# ---- block 1 ----
### Pin placement, block 1

Pins as bars across the die edge, other pins in gray.
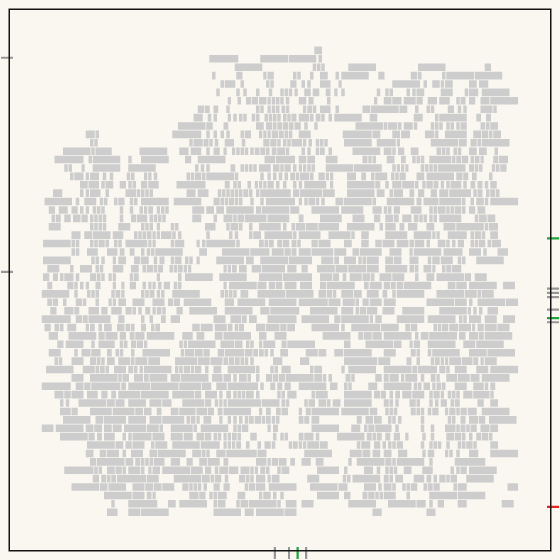

**src/rtl/button_conditioner.sv**
```systemverilog
// button_conditioner: per-channel synchronizer, counter debouncer, press/release
// pulse generator and optional hold-to-repeat for active-low push-buttons.
// All outputs come straight from flops; there is no combinational path from BTN_N.
module button_conditioner #(
    parameter int unsigned        NUM_BTN         = 3,
    parameter int unsigned        CNT_W           = 23,
    parameter int unsigned        DEBOUNCE_CYCLES = 240000,
    parameter int unsigned        REPEAT_DELAY    = 4800000,
    parameter int unsigned        REPEAT_PERIOD   = 1200000,
    parameter logic [NUM_BTN-1:0] REPEAT_MASK     = 3'b011
) (
    input  logic               CLK,
    input  logic               RST_N,
    input  logic [NUM_BTN-1:0] BTN_N,
    output logic [NUM_BTN-1:0] PRESS,
    output logic [NUM_BTN-1:0] RELEASE,
    output logic [NUM_BTN-1:0] LEVEL
);

    // Largest count a CNT_W-bit counter can represent, plus one.
    localparam longint unsigned CNT_SPAN = 64'd1 << CNT_W;

    // Elaboration-time parameter range checks.
    if (CNT_W < 1 || CNT_W > 32) begin : g_bad_cnt_w
        $error("button_conditioner: CNT_W must be in 1..32");
    end
    if (DEBOUNCE_CYCLES < 1 || 64'(DEBOUNCE_CYCLES) > CNT_SPAN) begin : g_bad_debounce
        $error("button_conditioner: DEBOUNCE_CYCLES out of range 1..2^CNT_W");
    end
    if (REPEAT_DELAY < 1 || 64'(REPEAT_DELAY) > CNT_SPAN) begin : g_bad_delay
        $error("button_conditioner: REPEAT_DELAY out of range 1..2^CNT_W");
    end
    if (REPEAT_PERIOD < 1 || 64'(REPEAT_PERIOD) > CNT_SPAN) begin : g_bad_period
        $error("button_conditioner: REPEAT_PERIOD out of range 1..2^CNT_W");
    end

    // Terminal counts; counters run 0..N-1 so they never wrap.
    localparam logic [CNT_W-1:0] DB_LAST     = CNT_W'(DEBOUNCE_CYCLES - 1);
    localparam logic [CNT_W-1:0] DELAY_LAST  = CNT_W'(REPEAT_DELAY - 1);
    localparam logic [CNT_W-1:0] PERIOD_LAST = CNT_W'(REPEAT_PERIOD - 1);

    typedef enum logic [1:0] {
        IDLE         = 2'd0,
        PRESS_WAIT   = 2'd1,
        HELD         = 2'd2,
        RELEASE_WAIT = 2'd3
    } state_t;

    logic [NUM_BTN-1:0] sync1_q;
    logic [NUM_BTN-1:0] sync2_q;

    // Two-flop synchronizer; stores the active-high pressed level.
    always_ff @(posedge CLK or negedge RST_N) begin
        if (!RST_N) begin
            sync1_q <= '0;
            sync2_q <= '0;
        end else begin
            sync1_q <= ~BTN_N;
            sync2_q <= sync1_q;
        end
    end

    for (genvar i = 0; i < NUM_BTN; i++) begin : g_ch
        state_t           state_q;
        logic [CNT_W-1:0] cnt_q;
        logic [CNT_W-1:0] rep_q;
        logic             first_q;
        logic             press_q;
        logic             release_q;
        logic             level_q;

        logic             s;
        logic [CNT_W-1:0] cnt_inc_d;
        logic [CNT_W-1:0] rep_inc_d;
        logic [CNT_W-1:0] rep_last_d;

        assign s = sync2_q[i];

        // Counter increments and the active repeat terminal count.
        // first_q selects between the initial delay and the steady period,
        // standing in for a full-width limit register.
        always_comb begin
            cnt_inc_d  = cnt_q + 1'b1;
            rep_inc_d  = rep_q + 1'b1;
            rep_last_d = first_q ? DELAY_LAST : PERIOD_LAST;
        end

        // Debounce / repeat FSM with registered pulse and level outputs.
        always_ff @(posedge CLK or negedge RST_N) begin
            if (!RST_N) begin
                state_q   <= IDLE;
                cnt_q     <= '0;
                rep_q     <= '0;
                first_q   <= 1'b1;
                press_q   <= 1'b0;
                release_q <= 1'b0;
                level_q   <= 1'b0;
            end else begin
                press_q   <= 1'b0;
                release_q <= 1'b0;
                case (state_q)
                    IDLE: begin
                        level_q <= 1'b0;
                        if (s) begin
                            state_q <= PRESS_WAIT;
                            cnt_q   <= '0;
                        end
                    end
                    PRESS_WAIT: begin
                        if (!s) begin
                            state_q <= IDLE;
                        end else if (cnt_q == DB_LAST) begin
                            state_q <= HELD;
                            press_q <= 1'b1;
                            level_q <= 1'b1;
                            rep_q   <= '0;
                            first_q <= 1'b1;
                        end else begin
                            cnt_q <= cnt_inc_d;
                        end
                    end
                    HELD: begin
                        if (!s) begin
                            state_q <= RELEASE_WAIT;
                            cnt_q   <= '0;
                        end else if (REPEAT_MASK[i]) begin
                            if (rep_q == rep_last_d) begin
                                press_q <= 1'b1;
                                rep_q   <= '0;
                                first_q <= 1'b0;
                            end else begin
                                rep_q <= rep_inc_d;
                            end
                        end
                    end
                    RELEASE_WAIT: begin
                        if (s) begin
                            state_q <= HELD;
                        end else if (cnt_q == DB_LAST) begin
                            state_q   <= IDLE;
                            level_q   <= 1'b0;
                            release_q <= 1'b1;
                        end else begin
                            cnt_q <= cnt_inc_d;
                        end
                    end
                    default: begin
                        state_q <= IDLE;
                    end
                endcase
            end
        end

        assign PRESS[i]   = press_q;
        assign RELEASE[i] = release_q;
        assign LEVEL[i]   = level_q;
    end

endmodule

```
**config.mk**
```make
export PLATFORM = sky130hd
export DESIGN_NAME = button_conditioner
export DESIGN_NICKNAME = d
export VERILOG_FILES = /design/src/rtl/button_conditioner.sv
export SDC_FILE = /design/constraint.sdc
export NUM_CORES = 1
export LEC_CHECK = 0
export ABC_AREA = 1
export CAP_MARGIN = 15
export CORE_MARGIN = 10
export CORE_UTILIZATION = 40
export DETAILED_ROUTE_END_ITERATION = 16
export PLACE_DENSITY = 0.56
export SETUP_SLACK_MARGIN = 0.4
export SLEW_MARGIN = 15
export SYNTH_ARGS = -nofsm -noshare
export SYNTH_HDL_FRONTEND = slang
export SYNTH_SLANG_ARGS = --single-unit
```
**constraint.sdc**
```tcl
create_clock -name CLK -period 1.8 [get_ports CLK]
set_input_delay 0.45 -clock CLK [delete_from_list [all_inputs] [get_ports CLK]]
set_output_delay 0.45 -clock CLK [all_outputs]
set_load 0.05 [all_outputs]
```
# ---- block 2 ----
`src/rtl/score_pkg.sv`:
```
// Shared types and geometry defaults for the score digit renderer.
package score_pkg;

    localparam int DIGIT_W = 11;
    localparam int DIGIT_H = 16;
    localparam int GAP     = 2;

    localparam logic [9:0] DEFAULT_X0 = 10'd280;
    localparam logic [9:0] DEFAULT_Y0 = 10'd16;

    typedef logic [3:0] bcd_t;
    typedef logic [2:0] rgb_t;

    localparam rgb_t RGB_BLACK = 3'b000;
    localparam bcd_t BCD_NINE  = 4'd9;

endpackage

```
`src/rtl/bcd_score_counter.sv`:
```
// Two-digit BCD score with saturation at 99 and clear-over-point priority.
module bcd_score_counter
    import score_pkg::*;
(
    input  logic clk,
    input  logic reset,
    input  logic point,
    input  logic clear,
    output bcd_t tens,
    output bcd_t ones,
    output logic max_reached
);

    bcd_t next_tens;
    bcd_t next_ones;
    logic at_max;

    assign at_max = (tens == BCD_NINE) && (ones == BCD_NINE);

    // Next score: clear beats point; a point at 99 is dropped.
    always_comb begin
        next_tens = tens;
        next_ones = ones;
        if (clear) begin
            next_tens = '0;
            next_ones = '0;
        end else if (point && !at_max) begin
            if (ones == BCD_NINE) begin
                next_ones = '0;
                next_tens = tens + 4'd1;
            end else begin
                next_ones = ones + 4'd1;
            end
        end
    end

    // Score and saturation flag register together so they never disagree.
    always_ff @(posedge clk or posedge reset) begin
        if (reset) begin
            tens        <= '0;
            ones        <= '0;
            max_reached <= 1'b0;
        end else begin
            tens        <= next_tens;
            ones        <= next_ones;
            max_reached <= (next_tens == BCD_NINE) && (next_ones == BCD_NINE);
        end
    end

endmodule

```
`src/rtl/score_renderer.sv`:
```
// Score digit renderer: maps screen coordinates into sprite ROM addresses
// and returns the composited score pixel two clocks later.
//
// Stream semantics: pixel_valid/rgb_valid form a valid-only stream with no
// backpressure. Every cycle's coordinate is accepted, and its pixel emerges
// exactly two clock edges later tagged with the delayed pixel_valid.
module score_renderer
    import score_pkg::*;
#(
    parameter logic [9:0] X0 = DEFAULT_X0,
    parameter logic [9:0] Y0 = DEFAULT_Y0
) (
    input  logic       clk,
    input  logic       reset,
    input  logic       point,
    input  logic       clear,
    input  logic       frame_start,
    input  logic [9:0] pixel_x,
    input  logic [9:0] pixel_y,
    input  logic       pixel_valid,
    output logic [9:0] digit_row,
    output logic [9:0] digit_col,
    output logic [3:0] digit_sel,
    input  logic [2:0] digit_rgb,
    output logic [2:0] rgb_out,
    output logic       rgb_valid,
    output logic [3:0] tens,
    output logic [3:0] ones,
    output logic       max_reached
);

    localparam logic [9:0] TENS_L = X0;
    localparam logic [9:0] TENS_R = 10'(X0 + DIGIT_W);
    localparam logic [9:0] ONES_L = 10'(X0 + DIGIT_W + GAP);
    localparam logic [9:0] ONES_R = 10'(X0 + DIGIT_W + GAP + DIGIT_W);
    localparam logic [9:0] BOX_T  = Y0;
    localparam logic [9:0] BOX_B  = 10'(Y0 + DIGIT_H);

    bcd_t disp_tens;
    bcd_t disp_ones;
    logic in_rows;
    logic in_tens;
    logic in_ones;
    logic hit;
    logic valid_d1;

    bcd_score_counter u_counter (
        .clk        (clk),
        .reset      (reset),
        .point      (point),
        .clear      (clear),
        .tens       (tens),
        .ones       (ones),
        .max_reached(max_reached)
    );

    // Display copy only moves at frame start so a frame never tears; it
    // samples the registered score, so a same-cycle point is not yet visible.
    always_ff @(posedge clk or posedge reset) begin
        if (reset) begin
            disp_tens <= '0;
            disp_ones <= '0;
        end else if (frame_start) begin
            disp_tens <= tens;
            disp_ones <= ones;
        end
    end

    assign in_rows = (pixel_y >= BOX_T) && (pixel_y < BOX_B);
    assign in_tens = pixel_valid && in_rows && (pixel_x >= TENS_L) && (pixel_x < TENS_R);
    assign in_ones = pixel_valid && in_rows && (pixel_x >= ONES_L) && (pixel_x < ONES_R);

    // Stage 1: sprite address and hit flag; a zero tens digit is blanked.
    always_ff @(posedge clk or posedge reset) begin
        if (reset) begin
            digit_row <= '0;
            digit_col <= '0;
            digit_sel <= '0;
            hit       <= 1'b0;
            valid_d1  <= 1'b0;
        end else begin
            valid_d1 <= pixel_valid;
            if (in_tens) begin
                digit_row <= pixel_y - BOX_T;
                digit_col <= pixel_x - TENS_L;
                digit_sel <= disp_tens;
                hit       <= (disp_tens != 4'd0);
            end else if (in_ones) begin
                digit_row <= pixel_y - BOX_T;
                digit_col <= pixel_x - ONES_L;
                digit_sel <= disp_ones;
                hit       <= 1'b1;
            end else begin
                digit_row <= '0;
                digit_col <= '0;
                digit_sel <= '0;
                hit       <= 1'b0;
            end
        end
    end

    // Stage 2: capture the combinational ROM return, black outside a digit.
    always_ff @(posedge clk or posedge reset) begin
        if (reset) begin
            rgb_out   <= RGB_BLACK;
            rgb_valid <= 1'b0;
        end else begin
            rgb_out   <= hit ? digit_rgb : RGB_BLACK;
            rgb_valid <= valid_d1;
        end
    end

endmodule

```
`config.mk`:
```
export PLATFORM = sky130hd
export DESIGN_NAME = score_renderer
export DESIGN_NICKNAME = d
export VERILOG_FILES = /design/src/rtl/score_pkg.sv /design/src/rtl/bcd_score_counter.sv /design/src/rtl/score_renderer.sv
export SDC_FILE = /design/constraint.sdc
export NUM_CORES = 1
export LEC_CHECK = 0
export ABC_AREA = 1
export ABC_CLOCK_PERIOD_IN_PS = 2000
export CORE_AREA = 3 3 82 69
export DETAILED_ROUTE_END_ITERATION = 8
export DIE_AREA = 0 0 85 72
export MAX_ROUTING_LAYER = met4
export PLACE_DENSITY = 0.79
export SETUP_SLACK_MARGIN = 0.5
export SLEW_MARGIN = 20
export SYNTH_ARGS = -nofsm -noshare
export SYNTH_HDL_FRONTEND = slang
export SYNTH_SLANG_ARGS = --single-unit
```
`constraint.sdc`:
```
create_clock -name clk -period 2 [get_ports clk]
set_input_delay 0.4 -clock clk [delete_from_list [all_inputs] [get_ports clk]]
set_output_delay 0.4 -clock clk [all_outputs]
set_load 0.02 [all_outputs]
```
# ---- block 3 ----
**config.mk**
```make
export PLATFORM = sky130hd
export DESIGN_NAME = ahb_apb_bridge_flat
export DESIGN_NICKNAME = d
export VERILOG_FILES = /design/src/rtl/ahb_apb_bridge_if.sv /design/src/rtl/ahb_apb_bridge.sv /design/src/flat_wrapper.sv
export SDC_FILE = /design/constraint.sdc
export NUM_CORES = 1
export LEC_CHECK = 0
export ABC_AREA = 1
export CAP_MARGIN = 30
export CORE_MARGIN = 4
export CORE_UTILIZATION = 40
export CTS_CLUSTER_DIAMETER = 80
export DETAILED_ROUTE_END_ITERATION = 8
export PLACE_DENSITY = 0.81
export SLEW_MARGIN = 20
export SYNTH_ARGS = -nofsm -noshare
export SYNTH_HDL_FRONTEND = slang
export SYNTH_SLANG_ARGS = --single-unit
```
**constraint.sdc**
```tcl
create_clock -name HCLK -period 3.5 [get_ports HCLK]
set_input_delay 0.7 -clock HCLK [delete_from_list [all_inputs] [get_ports HCLK]]
set_output_delay 0.7 -clock HCLK [all_outputs]
set_load 0.02 [all_outputs]
```
**src/rtl/ahb_apb_bridge_if.sv**
```systemverilog
// AHB-slave / APB-master signal bundle for the single-slave bridge.
// The slave modport is the bridge's view; master is the surrounding bus/testbench view.
interface ahb_apb_bridge_if;
  logic [31:0] HADDR;
  logic [1:0]  HTRANS;
  logic        HWRITE;
  logic [2:0]  HSIZE;
  logic [31:0] HWDATA;
  logic        HSEL;
  logic        HREADYIN;
  logic        HREADYOUT;
  logic [31:0] HRDATA;
  logic [1:0]  HRESP;
  logic        PCLK;
  logic        PRESETn;
  logic [31:0] PADDR;
  logic        PWRITE;
  logic        PSEL;
  logic        PENABLE;
  logic [31:0] PWDATA;
  logic [31:0] PRDATA;
  logic        PREADY;

  modport slave (
    input  HADDR, HTRANS, HWRITE, HSIZE, HWDATA, HSEL, HREADYIN, PRDATA, PREADY,
    output HREADYOUT, HRDATA, HRESP, PCLK, PRESETn, PADDR, PWRITE, PSEL, PENABLE, PWDATA
  );

  modport master (
    output HADDR, HTRANS, HWRITE, HSIZE, HWDATA, HSEL, HREADYIN, PRDATA, PREADY,
    input  HREADYOUT, HRDATA, HRESP, PCLK, PRESETn, PADDR, PWRITE, PSEL, PENABLE, PWDATA
  );
endinterface

```
**src/rtl/ahb_apb_bridge.sv**
```systemverilog
// Single-slave AHB-to-APB bridge: one transfer at a time, AHB data phase is
// stretched via HREADYOUT until the APB ACCESS phase sees PREADY.
module ahb_apb_bridge (
  input  logic             HCLK,
  input  logic             HRESETn,   // active-high despite the name
  ahb_apb_bridge_if.slave  bus
);

  typedef enum logic [1:0] {IDLE, WDATA, SETUP, ACCESS} state_e;

  state_e      state_q, state_d;
  logic [31:0] paddr_q, paddr_d;
  logic [31:0] pwdata_q, pwdata_d;
  logic [31:0] hrdata_q, hrdata_d;
  logic        pwrite_q, pwrite_d;
  logic        accept;

  // Transfer size and the SEQ/NONSEQ distinction do not change the APB access.
  logic unused_ok;
  assign unused_ok = ^{bus.HSIZE, bus.HTRANS[0]};

  assign accept = bus.HSEL & bus.HREADYIN & bus.HTRANS[1];

  always_ff @(posedge HCLK or posedge HRESETn) begin
    if (HRESETn) begin
      state_q  <= IDLE;
      paddr_q  <= '0;
      pwdata_q <= '0;
      hrdata_q <= '0;
      pwrite_q <= 1'b0;
    end else begin
      state_q  <= state_d;
      paddr_q  <= paddr_d;
      pwdata_q <= pwdata_d;
      hrdata_q <= hrdata_d;
      pwrite_q <= pwrite_d;
    end
  end

  always_comb begin
    state_d  = state_q;
    paddr_d  = paddr_q;
    pwdata_d = pwdata_q;
    hrdata_d = hrdata_q;
    pwrite_d = pwrite_q;
    case (state_q)
      IDLE: begin
        if (accept) begin
          paddr_d  = bus.HADDR;
          pwrite_d = bus.HWRITE;
          state_d  = bus.HWRITE ? WDATA : SETUP;
        end
      end
      WDATA: begin
        // AHB data phase: write data is only valid during this cycle
        pwdata_d = bus.HWDATA;
        state_d  = SETUP;
      end
      SETUP: state_d = ACCESS;
      ACCESS: begin
        if (bus.PREADY) begin
          state_d = IDLE;
          if (!pwrite_q) hrdata_d = bus.PRDATA;
        end
      end
      default: state_d = IDLE;
    endcase
  end

  // Ready and APB strobes decode straight from state, so an async reset clears them at once.
  assign bus.HREADYOUT = (state_q == IDLE);
  assign bus.PSEL      = (state_q == SETUP) || (state_q == ACCESS);
  assign bus.PENABLE   = (state_q == ACCESS);
  assign bus.HRDATA    = hrdata_q;
  assign bus.HRESP     = 2'b00;
  assign bus.PADDR     = paddr_q;
  assign bus.PWRITE    = pwrite_q;
  assign bus.PWDATA    = pwdata_q;
  assign bus.PCLK      = HCLK;
  assign bus.PRESETn   = HRESETn;

endmodule

```
**src/flat_wrapper.sv**
```systemverilog
// flat-port wrapper written by rule: the top's interface ports become plain ports
module ahb_apb_bridge_flat 
  (HCLK, HRESETn, bus_HADDR, bus_HTRANS, bus_HWRITE, bus_HSIZE, bus_HWDATA, bus_HSEL, bus_HREADYIN, bus_PRDATA, bus_PREADY, bus_HREADYOUT, bus_HRDATA, bus_HRESP, bus_PCLK, bus_PRESETn, bus_PADDR, bus_PWRITE, bus_PSEL, bus_PENABLE, bus_PWDATA);
  ahb_apb_bridge_if bus_i ();
  input  logic HCLK;
  input  logic HRESETn;
  input wire logic [$bits(bus_i.HADDR)-1:0] bus_HADDR;
  input wire logic [$bits(bus_i.HTRANS)-1:0] bus_HTRANS;
  input wire logic [$bits(bus_i.HWRITE)-1:0] bus_HWRITE;
  input wire logic [$bits(bus_i.HSIZE)-1:0] bus_HSIZE;
  input wire logic [$bits(bus_i.HWDATA)-1:0] bus_HWDATA;
  input wire logic [$bits(bus_i.HSEL)-1:0] bus_HSEL;
  input wire logic [$bits(bus_i.HREADYIN)-1:0] bus_HREADYIN;
  input wire logic [$bits(bus_i.PRDATA)-1:0] bus_PRDATA;
  input wire logic [$bits(bus_i.PREADY)-1:0] bus_PREADY;
  output wire logic [$bits(bus_i.HREADYOUT)-1:0] bus_HREADYOUT;
  output wire logic [$bits(bus_i.HRDATA)-1:0] bus_HRDATA;
  output wire logic [$bits(bus_i.HRESP)-1:0] bus_HRESP;
  output wire logic [$bits(bus_i.PCLK)-1:0] bus_PCLK;
  output wire logic [$bits(bus_i.PRESETn)-1:0] bus_PRESETn;
  output wire logic [$bits(bus_i.PADDR)-1:0] bus_PADDR;
  output wire logic [$bits(bus_i.PWRITE)-1:0] bus_PWRITE;
  output wire logic [$bits(bus_i.PSEL)-1:0] bus_PSEL;
  output wire logic [$bits(bus_i.PENABLE)-1:0] bus_PENABLE;
  output wire logic [$bits(bus_i.PWDATA)-1:0] bus_PWDATA;
  assign bus_i.HADDR = bus_HADDR;
  assign bus_i.HTRANS = bus_HTRANS;
  assign bus_i.HWRITE = bus_HWRITE;
  assign bus_i.HSIZE = bus_HSIZE;
  assign bus_i.HWDATA = bus_HWDATA;
  assign bus_i.HSEL = bus_HSEL;
  assign bus_i.HREADYIN = bus_HREADYIN;
  assign bus_i.PRDATA = bus_PRDATA;
  assign bus_i.PREADY = bus_PREADY;
  assign bus_HREADYOUT = bus_i.HREADYOUT;
  assign bus_HRDATA = bus_i.HRDATA;
  assign bus_HRESP = bus_i.HRESP;
  assign bus_PCLK = bus_i.PCLK;
  assign bus_PRESETn = bus_i.PRESETn;
  assign bus_PADDR = bus_i.PADDR;
  assign bus_PWRITE = bus_i.PWRITE;
  assign bus_PSEL = bus_i.PSEL;
  assign bus_PENABLE = bus_i.PENABLE;
  assign bus_PWDATA = bus_i.PWDATA;
  ahb_apb_bridge u_core (.HCLK(HCLK), .HRESETn(HRESETn), .bus(bus_i));
endmodule
```
### Cell placement, block 3

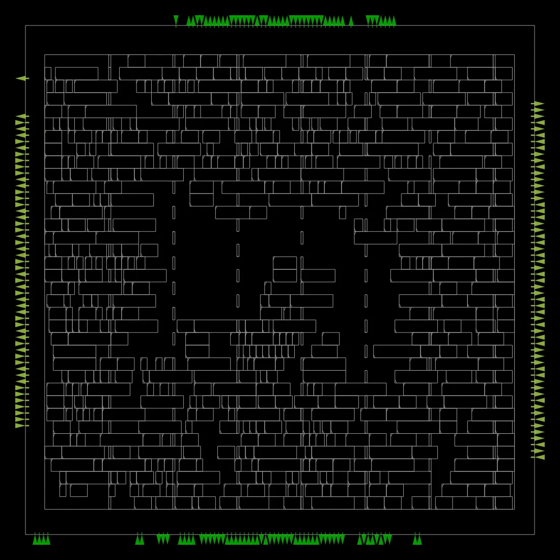
flip-flops: 99
std cell rows: 36
number of tapcells: 133
layout filler cell count: 775
Final Util: 0.662

==> changes_impl.md, block 3 <==
## Implementation

- Outcome: completed
- Synth top cells by count: nand2_1 (110), dfrtp_1 (99), inv_1 (39)
- CP Capture Point: bus_PCLK
- Met2 Use GR: 0.320
- Post-route antenna net violation count: 0
- Worst Setup End Kind: output port
- Synth warn: 0
- Post-synth EDFFs: 0
- WL/cell: 15.4 µm
- Fp util: 0.417
- Final setup TNS: 0 ns
- Nonclk inv count: 40
- Final Cell Area: 6560 µm²
- Total gr overflow: 0
- Synth top area cells: dfrtp_1 (60%), mux2_4 (11%), nand2_1 (10%)
- # resized after CTS: 0
- Worst path slowest cell: clkdlybuf4s50_1
- Clock power share: 0.170
- Top cell category: flip-flops and latches
- Io pins: 211
- Main flop type after synthesis: dfrtp_1
- Global-route met1 utilization: 0.201
- Critical path depth in cells: 3
- Yosys top cell by instances: nand2_1
- Compound Share, Synth: 0.0787
- Asr flop ratio synth: 1.00
- First-pass GRT wire length: 17000 µm
- Basic Gates by Area: 0.115
- Final Max Tran Viols: 0
- Slew headroom: 0.546
- # setup viols final: 0
- Vias in the first global route: 3427
- # DRC: 0
- Arr. time, crit path: 2.51 ns
- Ys flops: 99
- Worst Clk Skew: 0.00491 ns
- Die area: 12000 µm²
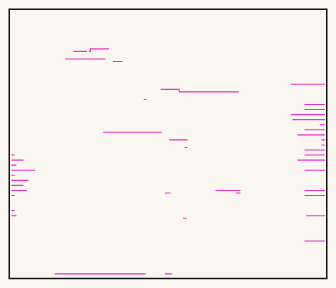
*Met3 routing, block 2*
longest straight run: 24.2 µm
share of all routed wire: 4.0%
nets with wire on the layer: 40
wire length on this layer: 219 µm
met3 Use GR: 0.0443
WL final: 5500 µm
via count: 2112

### Cell placement, block 2

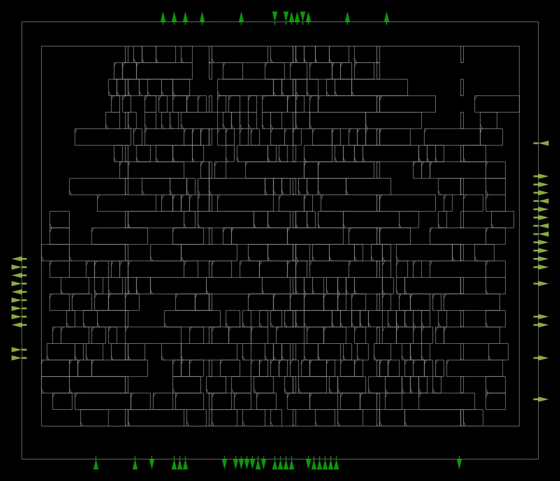
number of tapcells: 62
std cell rows: 23

==> changes_impl.md, block 2 <==
## Implementation

- Worst path slowest cell: clkdlybuf4s50_1
- Pwr top: sequential cells
- Outcome: completed
- GR peak layer: met2
- Cell Chain, Critical Path: clkdlybuf4s50_1 > inv_2 > nor3_2 > nand3_4 > buf_6 > o22ai_2
- Area share, top type: 0.505
- Unique masters post-synth: 27
- Avg Cell Area, Syn: 8.38 µm²
- Seq. pwr: 982 µW
- Sequential cell area share: 0.346
- Max Clock Freq: 0.678 GHz
- Die W: 85 µm
- Most frequent logic cell in the layout: nand2_1
- CTS tree: built
- Post-DP HPWL: 4230 µm
- RSZ-0062 raised after global routing: true
- P_clk: 530 µW
- Max Used Layer: met4
- Nonclk inv count: 48
- HP Class: primary input to register
- Flip-flops: 47
- # setup viols final: 0
- Aggregate global-route resource usage: 0.191
- Final Cell Area: 3410 µm²
- Pwr Density: 524 nW/µm²
- Worst Setup End Kind: register
- Largest net degree at the start of global routing: 48
- Layout cells sized above 1: 0.271
- Floorplan Nets: 317
- Chip area estimate from yosys synthesis: 2330 µm²
- Dominant comb cell: simple AND/OR/NAND/NOR gates
- Final min period: 1.47 ns
- # resized after CTS: 65
- Final non-clock buffer share: 0.235
- Top cell category: flip-flops and latches
- WHS Path Cells: 1
- Bufs and invs on worst path: 3
- Final Util: 0.694
- CTS Buf Count: 5
- Power share of the sequential group: 0.549
- Clock sink count: 47
- Seq share, synth: 0.505
- CP Capture Point: digit_col[2]
- Part of the cycle the worst path needs: 0.737
- R2R setup slack: 0.58 ns
- Worst Hold End: valid_d1
- CLK BUF: 7
- Non-Filler Instances: 435
- Mux share of post-synthesis cell area: 0
- Worst skew pair latency: 0.29 ns
- Met1 wire length: 2420 µm
- Arr. time, crit path: 1.68 ns
- Count of plain and timing-repair buffers: 90
- Compound Share, Synth: 0.0661
- P_int: 1.33 mW
- Switch share: 0.257
- CP Class: primary input to register
- Met2 Use GR: 0.316
- Regs by FF count: digit_col x10, digit_row x10
- Worst path max stage delay: 0.50 ns
### Met3 routing, block 1

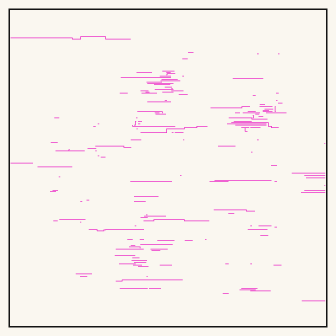
main direction: horizontal
longest straight run: 34.0 µm
share of all routed wire: 3.9%
via count: 10500
met3 Use GR: 0.0300

About 'Pin placement' of block 1:
| color | port | pins | direction | edge |
|---|---|---|---|---|
| red | `RST_N` | 1 | input | east |
| green | `LEVEL` | 3 | output | 2 east, 1 south |
all pins by edge: 8 east, 4 south, 2 west
die y size: 175 µm
Die W: 175 µm
PortBufs: 13

==> changes_impl.md, block 1 <==
## Implementation

- Ant diodes: 0
- Failing checks: setup timing
- Max cap viols: 0
- WL final: 31000 µm
- Worst R2R End: g_ch[1].rep_q[21]
- Io pins: 14
- Flip-flops: 138
- First-pass GRT wire length: 49500 µm
- Final setup TNS: -0.0211 ns
- Part of the cycle the worst path needs: 1.01
- Setup WS post-layout: -0.0211 ns
- Aggregate global-route resource usage: 0.194
- Asr flop ratio synth: 1.00
- CP Class: register to register
- Comb/total area: 0.475
- CTS H-tree depth: 4
- Non-Filler Instances: 2013
- HP Class: register to register
- Std cell rows: 56
- Total gr overflow: 0
- Number of tapcells: 319
- Cell Chain, Critical Path: nor2_2 > nand3_2 > nor2_4 > nand3_4 > a21boi_4 > buf_12 > buf_16 > nand4_1 > o21ai_1
- Worst Setup End Kind: register
- Compound Share, Synth: 0.0714
- GR peak layer: met2
- DR pass1 iterations: 5
- Max Used Layer: met4
- Top cell category: combinational gates
- Post-DP HPWL: 19800 µm
- Outcome: complete, but fails checks
- Worst path max stage delay: 0.42 ns
- Clock Path Buffers: 2
- Hold_sp: sync1_q[0]
- Sequential cell area: 3480 µm²
- Overall power: 15.6 mW
- Unique masters post-synth: 40
- # setup viols final: 1
- Nonclk inv count: 192
- Largest Register: g_ch.cnt_q
- Max FFs per register: 69
- Register-to-Register Path Depth: 9
- Pre-CTS setup slack: -0.0210 ns
- Avg Cell Area, Syn: 6.52 µm²
- Yosys top cell by instances: nand2_1
- Area fraction in xor and xnor cells: 0.0274
- Nets@finish: 1699
- CTS Buf Count: 17
- Post-route antenna net violation count: 0
- Placed insts: 1878
- RSZ-0062 raised after global routing: true
- Global-route met1 utilization: 0.235


==> notes/layouts.md <==
Pictures saved along the way, in no particular order.

Cell area per tile.
image #1
17 x 17 tiles, from white (low) to dark blue (high), 0 to 100% covered.
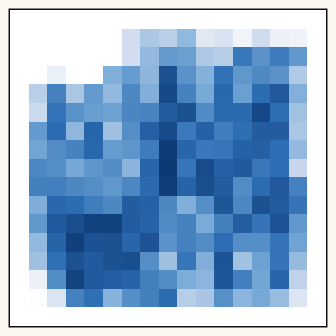
image #2
11 x 11 tiles, from white (low) to dark blue (high), 0 to 100% covered.
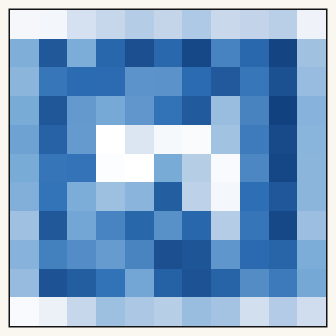
image #3
8 x 7 tiles, from white (low) to dark blue (high), 0 to 100% covered.
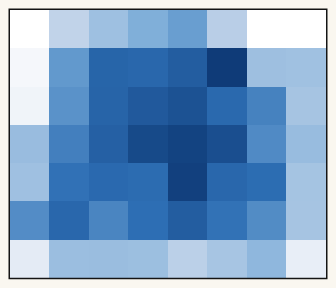
- block 3 = image #2
- block 2 = image #3
- block 1 = image #1

Key to image #2:
fullest tile: 93%
nearly empty tiles: 2.5%
emptiest ninth of the die: center

Power is estimated from default activity; no workload was simulated.
